######## line_buffer_ctrl ########
line_buffer_ctrl/density.png
6 x 7 tiles, from white (low) to dark blue (high), 0 to 100% covered.
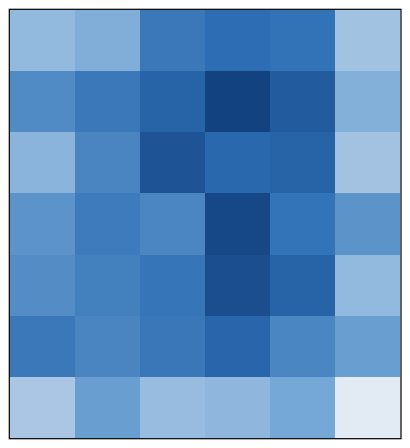

==> src/rtl/edge_detection_pkg.sv <==
// Shared types and default geometry for the edge-detection line-buffer controller.
package edge_detection_pkg;

  localparam int unsigned DEF_H_PIXELS = 640;
  localparam int unsigned DEF_V_LINES  = 480;
  localparam int unsigned DEF_X_W      = $clog2(DEF_H_PIXELS);
  localparam int unsigned DEF_Y_W      = $clog2(DEF_V_LINES);

  typedef logic [1:0] buf_sel_t;

  typedef enum logic [1:0] {
    WAIT_FRAME,
    FILL,
    RUN,
    DONE
  } lbc_state_t;

  // Modulo-3 add for the rotating buffer index; both operands are in 0..2.
  function automatic buf_sel_t sel_add(input buf_sel_t s, input logic [1:0] n);
    logic [2:0] t;
    t = {1'b0, s} + {1'b0, n};
    return (t >= 3'd3) ? buf_sel_t'(t - 3'd3) : buf_sel_t'(t);
  endfunction

endpackage

==> src/rtl/sync_edge_det.sv <==
// Remembers last-cycle VSYNC/DE and flags the VSYNC assertion edge and the DE falling edge
// combinationally against the current sample, so the top level can register its outputs once.
module sync_edge_det #(
  parameter bit SYNC_ACTIVE_LOW = 1'b1
) (
  input  logic clk_i,
  input  logic rst_i,
  input  logic vsync_i,
  input  logic de_i,
  output logic vs_rise_o,
  output logic de_fall_o
);

  logic vs_act;
  logic vs_act_q;
  logic de_q;

  assign vs_act = SYNC_ACTIVE_LOW ? ~vsync_i : vsync_i;

  // NOTE: sequential state uses non-blocking assignments so every register samples pre-edge values.
  always_ff @(posedge clk_i or posedge rst_i) begin
    if (rst_i) begin
      vs_act_q <= 1'b0;
      de_q     <= 1'b0;
    end else begin
      vs_act_q <= vs_act;
      de_q     <= de_i;
    end
  end

  assign vs_rise_o = vs_act & ~vs_act_q;
  assign de_fall_o = ~de_i & de_q;

endmodule

==> src/rtl/line_buffer_ctrl.sv <==
// Line-buffer sequencer for the 3x3 Sobel window: frame/line tracking, write addressing,
// buffer rotation and framing errors. Optional stats ports under LBC_FRAME_STATS_EN.
module line_buffer_ctrl
  import edge_detection_pkg::*;
#(
  parameter int unsigned H_PIXELS        = DEF_H_PIXELS,
  parameter int unsigned V_LINES         = DEF_V_LINES,
  parameter bit          SYNC_ACTIVE_LOW = 1'b1,
  localparam int unsigned X_W            = $clog2(H_PIXELS + 1),
  localparam int unsigned Y_W            = $clog2(V_LINES + 1)
) (
  input  logic           I_PCLK,
  input  logic           I_RST,
  input  logic           I_VSYNC,
  input  logic           I_DE,
  input  logic           I_ERR_CLR,
  output logic           O_WR_EN,
  output buf_sel_t       O_WR_SEL,
  output logic [X_W-1:0] O_WR_ADDR,
  output buf_sel_t       O_TOP_SEL,
  output buf_sel_t       O_MID_SEL,
  output logic           O_WIN_VALID,
  output logic [Y_W-1:0] O_Y,
  output logic           O_FRAME_ST,
  output logic           O_ERR
`ifdef LBC_FRAME_STATS_EN
  ,
  output logic [15:0]    O_FRAME_CNT,
  output logic [Y_W-1:0] O_LAST_LINES
`endif
);

  // Counters carry one extra code so x can sit at H_PIXELS and y at V_LINES.
  localparam logic [X_W-1:0] X_END = X_W'(H_PIXELS);
  localparam logic [X_W-1:0] X_TWO = X_W'(2);
  localparam logic [Y_W-1:0] Y_END = Y_W'(V_LINES);
  localparam logic [Y_W-1:0] Y_TWO = Y_W'(2);

  logic vs_rise;
  logic de_fall;

  sync_edge_det #(
    .SYNC_ACTIVE_LOW(SYNC_ACTIVE_LOW)
  ) u_sync_edge_det (
    .clk_i    (I_PCLK),
    .rst_i    (I_RST),
    .vsync_i  (I_VSYNC),
    .de_i     (I_DE),
    .vs_rise_o(vs_rise),
    .de_fall_o(de_fall)
  );

  lbc_state_t     state_q, state_d;
  logic [X_W-1:0] x_q, x_d;
  logic [Y_W-1:0] y_q, y_d;
  buf_sel_t       sel_q, sel_d;
  buf_sel_t       top_q, top_d;
  buf_sel_t       mid_q, mid_d;
  logic [X_W-1:0] addr_q, addr_d;
  logic           wr_en_q, wr_en_d;
  logic           win_q, win_d;
  logic           fs_q, fs_d;
  logic           err_q, err_d;
  logic           err_set;
  logic           active;
  logic           line_end;
  logic [Y_W-1:0] y_inc;

  assign active   = (state_q == FILL) || (state_q == RUN);
  assign line_end = de_fall & active;
  assign y_inc    = y_q + Y_W'(1);

  always_ff @(posedge I_PCLK or posedge I_RST) begin
    if (I_RST) state_q <= WAIT_FRAME;
    else       state_q <= state_d;
  end

  // NOTE: every always_comb output gets a default first, so no path can infer a latch.
  always_comb begin
    state_d = state_q;
    if (vs_rise) begin
      state_d = FILL;
    end else if (line_end) begin
      if (y_inc == Y_END)      state_d = DONE;
      else if (y_inc >= Y_TWO) state_d = RUN;
    end
  end

  always_comb begin
    x_d     = x_q;
    y_d     = y_q;
    sel_d   = sel_q;
    top_d   = top_q;
    mid_d   = mid_q;
    addr_d  = addr_q;
    wr_en_d = 1'b0;
    win_d   = 1'b0;
    fs_d    = 1'b0;
    err_set = 1'b0;
    if (vs_rise) begin
      fs_d    = 1'b1;
      x_d     = '0;
      y_d     = '0;
      sel_d   = 2'd0;
      top_d   = 2'd1;
      mid_d   = 2'd2;
      err_set = I_DE;
    end else if (active && I_DE) begin
      if (x_q < X_END) begin
        wr_en_d = 1'b1;
        addr_d  = x_q;
        x_d     = x_q + X_W'(1);
        win_d   = (y_q >= Y_TWO) && (x_q >= X_TWO);
      end else begin
        err_set = 1'b1;
      end
    end else if (line_end) begin
      // Rotation advances even on a malformed line so buffer roles stay in step with y.
      err_set = (x_q != X_END);
      x_d     = '0;
      y_d     = y_inc;
      sel_d   = sel_add(sel_q, 2'd1);
      top_d   = sel_add(sel_d, 2'd1);
      mid_d   = sel_add(sel_d, 2'd2);
    end else if ((state_q == DONE) && I_DE) begin
      err_set = 1'b1;
    end
    err_d = err_set | (err_q & ~I_ERR_CLR);
  end

  always_ff @(posedge I_PCLK or posedge I_RST) begin
    if (I_RST) begin
      x_q     <= '0;
      y_q     <= '0;
      sel_q   <= 2'd0;
      top_q   <= 2'd1;
      mid_q   <= 2'd2;
      addr_q  <= '0;
      wr_en_q <= 1'b0;
      win_q   <= 1'b0;
      fs_q    <= 1'b0;
      err_q   <= 1'b0;
    end else begin
      x_q     <= x_d;
      y_q     <= y_d;
      sel_q   <= sel_d;
      top_q   <= top_d;
      mid_q   <= mid_d;
      addr_q  <= addr_d;
      wr_en_q <= wr_en_d;
      win_q   <= win_d;
      fs_q    <= fs_d;
      err_q   <= err_d;
    end
  end

  assign O_WR_EN     = wr_en_q;
  assign O_WR_SEL    = sel_q;
  assign O_WR_ADDR   = addr_q;
  assign O_TOP_SEL   = top_q;
  assign O_MID_SEL   = mid_q;
  assign O_WIN_VALID = win_q;
  assign O_Y         = y_q;
  assign O_FRAME_ST  = fs_q;
  assign O_ERR       = err_q;

`ifdef LBC_FRAME_STATS_EN
  logic [15:0]    frame_cnt_q;
  logic [Y_W-1:0] last_lines_q;

  // Only a VSYNC that closes a completed frame counts; every VSYNC snapshots the line count.
  always_ff @(posedge I_PCLK or posedge I_RST) begin
    if (I_RST) begin
      frame_cnt_q  <= '0;
      last_lines_q <= '0;
    end else if (vs_rise) begin
      if (state_q == DONE) frame_cnt_q <= frame_cnt_q + 16'd1;
      last_lines_q <= y_q;
    end
  end

  assign O_FRAME_CNT  = frame_cnt_q;
  assign O_LAST_LINES = last_lines_q;
`endif

endmodule

==> config.mk <==
export PLATFORM = sky130hd
export DESIGN_NAME = line_buffer_ctrl
export DESIGN_NICKNAME = d
export VERILOG_FILES = /design/src/rtl/edge_detection_pkg.sv /design/src/rtl/sync_edge_det.sv /design/src/rtl/line_buffer_ctrl.sv
export SDC_FILE = /design/constraint.sdc
export NUM_CORES = 1
export LEC_CHECK = 0
export CAP_MARGIN = 20
export CORE_ASPECT_RATIO = 1.1
export CORE_UTILIZATION = 53
export DETAILED_ROUTE_END_ITERATION = 12
export HOLD_SLACK_MARGIN = 0.06
export PLACE_DENSITY_LB_ADDON = 0.08
export SYNTH_ARGS = -nofsm -noshare
export SYNTH_HDL_FRONTEND = slang
export SYNTH_SLANG_ARGS = --single-unit
==> constraint.sdc <==
create_clock -name I_PCLK -period 1.92 [get_ports I_PCLK]
set_input_delay 0.384 -clock I_PCLK [delete_from_list [all_inputs] [get_ports I_PCLK]]
set_output_delay 0.384 -clock I_PCLK [all_outputs]
set_load 0.005 [all_outputs]
######## encoder_16to4_using_enable ########
[src/rtl/encoder_16to4_using_enable.sv]
// Registered 16-to-4 encoder with enable, selectable multi-hot priority and
// an optional sticky multi-hot error flag.
module encoder_16to4_using_enable #(
  parameter bit PRIORITY_HIGH = 1'b1,
  parameter bit ERR_STICKY    = 1'b0
) (
  input  logic        clk,
  input  logic        rst_n,
  output logic [3:0]  o,
  input  logic [15:0] d,
  input  logic        en,
  output logic        valid,
  output logic        err
);

  // valid has no ready partner: when valid=1, o carries the index encoded from
  // the d/en sampled on the previous edge; when valid=0, o is 0 and meaningless.
  logic [3:0] idx;
  logic       any_set;
  logic       multi_set;

  always_comb begin
    idx = 4'd0;
    if (PRIORITY_HIGH) begin
      for (int i = 0; i < 16; i++) begin
        if (d[i]) idx = 4'(i);
      end
    end else begin
      for (int i = 15; i >= 0; i--) begin
        if (d[i]) idx = 4'(i);
      end
    end
  end

  // Clearing the lowest set bit leaves something only if two or more were set.
  assign any_set   = |d;
  assign multi_set = |(d & (d - 16'd1));

  always_ff @(posedge clk) begin
    if (!rst_n) begin
      o     <= 4'd0;
      valid <= 1'b0;
      err   <= 1'b0;
    end else begin
      o     <= en ? idx : 4'd0;
      valid <= en & any_set;
      if (ERR_STICKY) err <= err | (en & multi_set);
      else            err <= en & multi_set;
    end
  end

endmodule

[config.mk]
export PLATFORM = sky130hd
export DESIGN_NAME = encoder_16to4_using_enable
export DESIGN_NICKNAME = d
export VERILOG_FILES = /design/src/rtl/encoder_16to4_using_enable.sv
export SDC_FILE = /design/constraint.sdc
export NUM_CORES = 1
export LEC_CHECK = 0
export ABC_CLOCK_PERIOD_IN_PS = 3100
export CORE_MARGIN = 4
export CORE_UTILIZATION = 30
export DETAILED_ROUTE_END_ITERATION = 8
export MAX_ROUTING_LAYER = met4
export PLACE_DENSITY = 0.61
export SETUP_SLACK_MARGIN = 0.4
export SYNTH_ARGS = -nofsm -noshare
export SYNTH_HDL_FRONTEND = slang
export SYNTH_SLANG_ARGS = --single-unit
[constraint.sdc]
create_clock -name clk -period 3.1 [get_ports clk]
set_clock_uncertainty 0.05 [all_clocks]
set_input_delay 0.465 -clock clk [delete_from_list [all_inputs] [get_ports clk]]
set_output_delay 0.465 -clock clk [all_outputs]
set_load 0.02 [all_outputs]
######## lut_eval_reg ########
## config.mk

```make
export PLATFORM = sky130hd
export DESIGN_NAME = lut_eval_reg
export DESIGN_NICKNAME = d
export VERILOG_FILES = /design/src/rtl/lut_eval_reg.sv
export SDC_FILE = /design/constraint.sdc
export NUM_CORES = 1
export LEC_CHECK = 0
export CAP_MARGIN = 40
export CORE_UTILIZATION = 45
export DETAILED_ROUTE_END_ITERATION = 7
export GPL_TIMING_DRIVEN = 0
export PLACE_DENSITY = 0.71
export SLEW_MARGIN = 10
export SYNTH_ARGS = -nofsm -noshare
export SYNTH_HDL_FRONTEND = slang
export SYNTH_SLANG_ARGS = --single-unit
```

## constraint.sdc

```tcl
create_clock -name i_clk -period 2.4 [get_ports i_clk]
set_clock_uncertainty 0.05 [all_clocks]
set_input_delay 0.24 -clock i_clk [delete_from_list [all_inputs] [get_ports i_clk]]
set_output_delay 0.24 -clock i_clk [all_outputs]
set_load 0.005 [all_outputs]
```

## src/rtl/lut_eval_reg.sv

```systemverilog
// Reconfigurable K-input logic function cell.
// A 2^K-entry truth table, loaded serially into a shadow register and committed
// atomically, selects one bit per accepted evaluation; the result is registered.
module lut_eval_reg #(
  parameter int unsigned        K           = 2,
  parameter logic [(1<<K)-1:0]  RESET_TABLE = '0
) (
  input  logic         i_clk,
  input  logic         i_rst_n,
  input  logic         i_cfg_start,
  input  logic         i_cfg_valid,
  input  logic         i_cfg_bit,
  output logic         o_cfg_busy,
  output logic         o_cfg_done,
  input  logic [K-1:0] i_sel,
  input  logic         i_in_valid,
  output logic         o_in_ready,
  output logic         o_out,
  output logic         o_out_valid
);

  localparam int unsigned Depth = 1 << K;
  // One spare bit so a depth-2 table still gets a well-formed counter.
  localparam int unsigned CntW  = $clog2(Depth) + 1;
  localparam int unsigned IdxW  = CntW - 1;

  typedef enum logic [0:0] {StIdle, StLoad} state_e;

  state_e            r_state,     w_state_next;
  logic [Depth-1:0]  r_table,     w_table_next;
  logic [Depth-1:0]  r_shadow,    w_shadow_next;
  logic [CntW-1:0]   r_cnt,       w_cnt_next;
  logic              r_out,       w_out_next;
  logic              r_out_valid, w_out_valid_next;
  logic              r_cfg_done,  w_cfg_done_next;
  logic              w_last;

  assign w_last = (r_cnt == CntW'(Depth - 1));

  // State and datapath registers; reset discards any partial load.
  always_ff @(posedge i_clk or negedge i_rst_n) begin
    if (!i_rst_n) begin
      r_state     <= StIdle;
      r_table     <= RESET_TABLE;
      r_shadow    <= '0;
      r_cnt       <= '0;
      r_out       <= 1'b0;
      r_out_valid <= 1'b0;
      r_cfg_done  <= 1'b0;
    end else begin
      r_state     <= w_state_next;
      r_table     <= w_table_next;
      r_shadow    <= w_shadow_next;
      r_cnt       <= w_cnt_next;
      r_out       <= w_out_next;
      r_out_valid <= w_out_valid_next;
      r_cfg_done  <= w_cfg_done_next;
    end
  end

  // Next-state: evaluate in IDLE, shift table bits into the shadow in LOAD.
  always_comb begin
    w_state_next     = r_state;
    w_table_next     = r_table;
    w_shadow_next    = r_shadow;
    w_cnt_next       = r_cnt;
    w_out_next       = r_out;
    w_out_valid_next = 1'b0;
    w_cfg_done_next  = 1'b0;
    unique case (r_state)
      StIdle: begin
        // An evaluation coinciding with cfg_start still uses the old table.
        if (i_in_valid) begin
          w_out_next       = r_table[i_sel];
          w_out_valid_next = 1'b1;
        end
        if (i_cfg_start) begin
          w_state_next = StLoad;
          w_cnt_next   = '0;
        end
      end
      StLoad: begin
        if (i_cfg_start) begin
          // Restart: the bit offered this cycle is dropped.
          w_cnt_next = '0;
        end else if (i_cfg_valid) begin
          w_shadow_next[r_cnt[IdxW-1:0]] = i_cfg_bit;
          if (w_last) begin
            w_table_next    = w_shadow_next;
            w_cfg_done_next = 1'b1;
            w_state_next    = StIdle;
            w_cnt_next      = '0;
          end else begin
            w_cnt_next = r_cnt + 1'b1;
          end
        end
      end
      default: w_state_next = StIdle;
    endcase
  end

  assign o_in_ready  = (r_state == StIdle);
  assign o_cfg_busy  = (r_state == StLoad);
  assign o_cfg_done  = r_cfg_done;
  assign o_out       = r_out;
  assign o_out_valid = r_out_valid;

endmodule

```


## Gallery

The metal 2 layer.
(a)
Scale bar: 20 µm. Cells faint in the background.
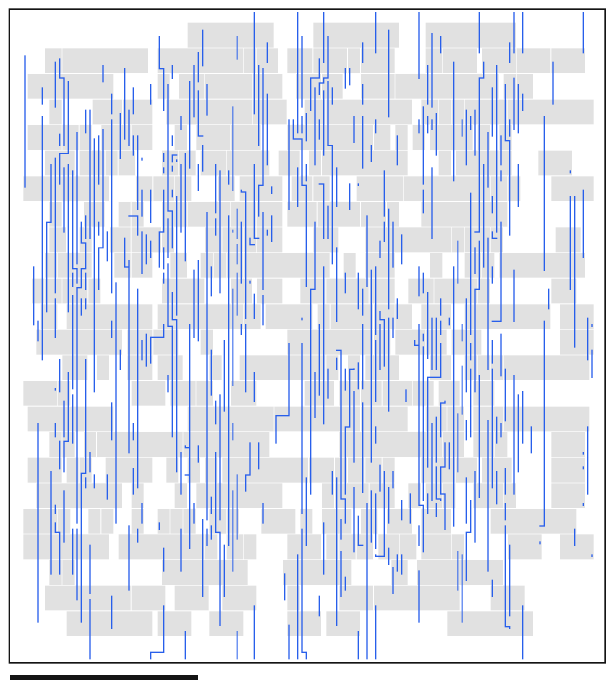
(b)
Scale bar: 10 µm. Cells faint in the background.
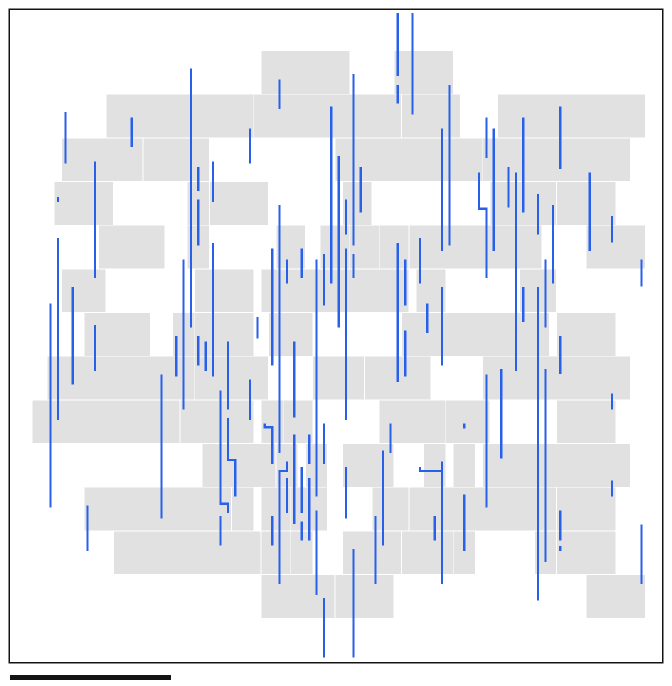
(c)
Scale bar: 10 µm. Cells faint in the background.
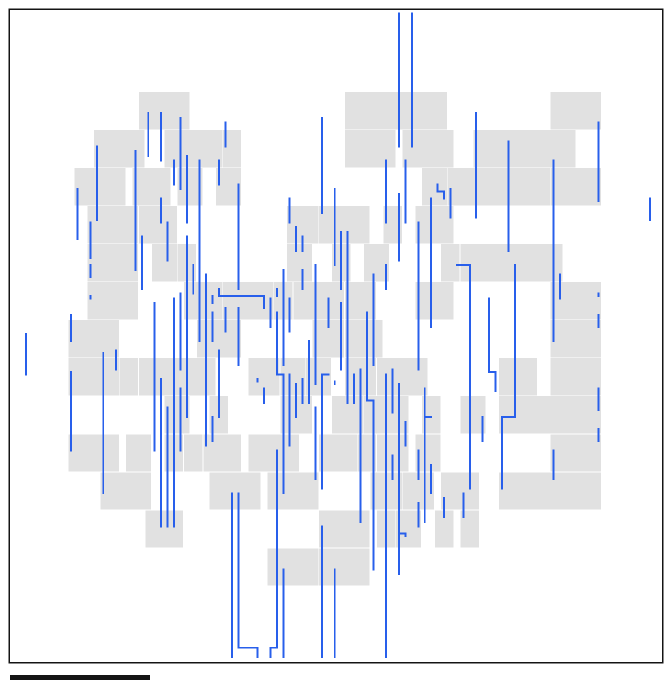
- smallest die: (b)
- largest die: (a)
| from | picture |
|---|---|
| lut_eval_reg | (b) |
| line_buffer_ctrl | (a) |
| encoder_16to4_using_enable | (c) |

lut_eval_reg/met3.png
Scale bar: 10 µm. Cells faint in the background.
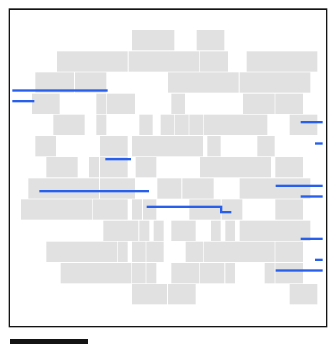
share of all routed wire: 6.2%
nets with wire on the layer: 10
longest straight run: 13.8 µm

==> results.yml, lut_eval_reg <==
# yosys + openroad results
setup_path:
  path_depth: 5
  cp-start-kind: "flip-flop"
grt:
  grt.overflow.total: 0
  grt_max_degree: 15
  grt_util_met1_pct: 17.4
yosys:
  most_common_cell: "dfrtp_1"
  ys_seq_share_pct: 52.2
  xor_share_pct: 0
final_layout:
  clk_share_pct: 4.29
  largest_class: "flip-flops and latches"
  clock_buffers: 4
  n_fill_cell: 110
placed_design:
  place.gp.congestion: 0.801
routing:
  vias_per_cell: 5.17
  first_iter_violations: 2
  wl_met3_um: 63
pwr:
  power-top-group: "sequential cells"
  ir_drop_uv: 448
clock_network:
  root_buffer: "clkbuf_4"
die:
  fp.dieH_um: 40.6
  io-pin-count: 13
  floorplan.core_util_pct: 49.7
sta:
  period_used_pct: 69.1
outcome:
  status: "completed"
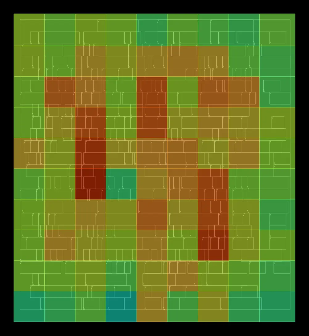
line_buffer_ctrl/final_congestion.png
Layout Utilization: 71.1%
Wirelength per Cell: 13.9 µm
GRT busiest layer: met2
Overall Global Routing Usage: 24.1%

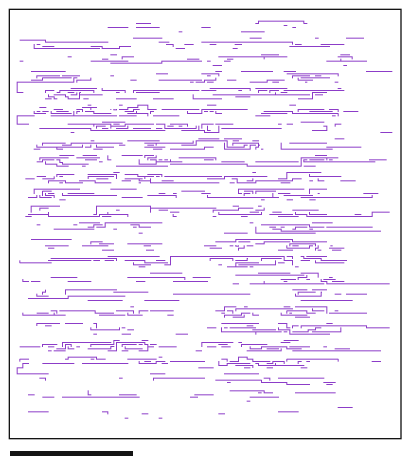
line_buffer_ctrl/met1.png
Scale bar: 20 µm.
main direction: horizontal
share of all routed wire: 44%
nets with wire on the layer: 266
vias: 1839
Routed WL: 4760 µm
met1 usage: 29.1%

About line_buffer_ctrl/density.png:
fullest tile: 93%
tiles over 75% full: 26%
emptiest ninth of the die: bottom right

==> results.yml, line_buffer_ctrl <==
# yosys + openroad results
pwr:
  ir_drop_uv: 629
  clkPwrFrac_pct: 27.0
yosys:
  ys_seq_share_pct: 48.2
  synthTopCellsByCount: "nand2_1, dfrtp_1, nor2_1"
  top_cells_by_area: "dfrtp_1, nand2_1, ha_1, o21ai_0, nor2_1"
  logic_family: "simple AND/OR/NAND/NOR gates"
setup_path:
  crit_path_max_incr_delay_ns: 0.56
  crit_slowest_cell: "clkdlybuf4s50_1"
  path_cells: "clkdlybuf4s50_1"
  path_depth: 1
clock_network:
  tritoncts.num_buffers: 5
final_layout:
  non_clock_buffer_area_share_pct: 17.8
  n_all_inverters: 12
grt:
  grt_pass1_vias: 1775
sta:
  worst_slack_ns: 0.144
  max-slew-margin-rel_pct: 74.7
placed_design:
  pre_cts_ws_ns: -0.0477
routing:
  first_iter_violations: 154
outcome:
  status: "completed"
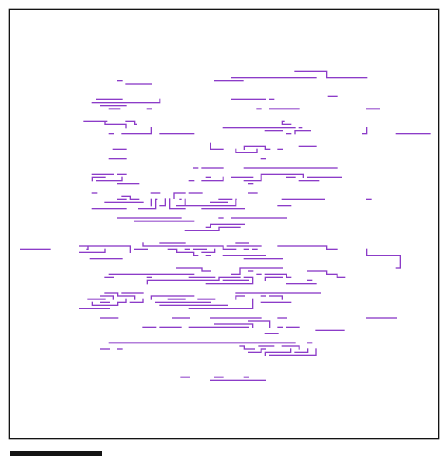
encoder_16to4_using_enable/met1.png
Scale bar: 10 µm.
main direction: horizontal
nets with wire on the layer: 89
longest straight run: 20.2 µm
wire length on this layer: 495 µm
vias: 541
met1 usage: 11.7%
Routed WL: 1180 µm

==> results.yml, encoder_16to4_using_enable <==
# yosys + openroad results
setup_path:
  worst-path-buf-inv: 1
  crit_slowest_cell: "or4_4"
  cp.required_ns: 3.17
die:
  std_cell_rows: 13
sta:
  worstMarginPinSlew_ns: 0.404
  timing.hold.ws_ns: 0.766
grt:
  grt_antenna_before_repair: 0
  grt_first_pass_wirelength_um: 1750
final_layout:
  final_area_um2: 729
  seq_cell_count: 6
  clk_share_pct: 3.09
  comb_share_pct: 43.9
routing:
  first_iter_violations: 8
  dr_wl_met2_um: 601
pwr:
  leakage_nw: 0.253
  p_clk_mw: 0.0672
outcome:
  status: "completed"

Power figures rest on the tool's default switching activity, not on a simulated workload.
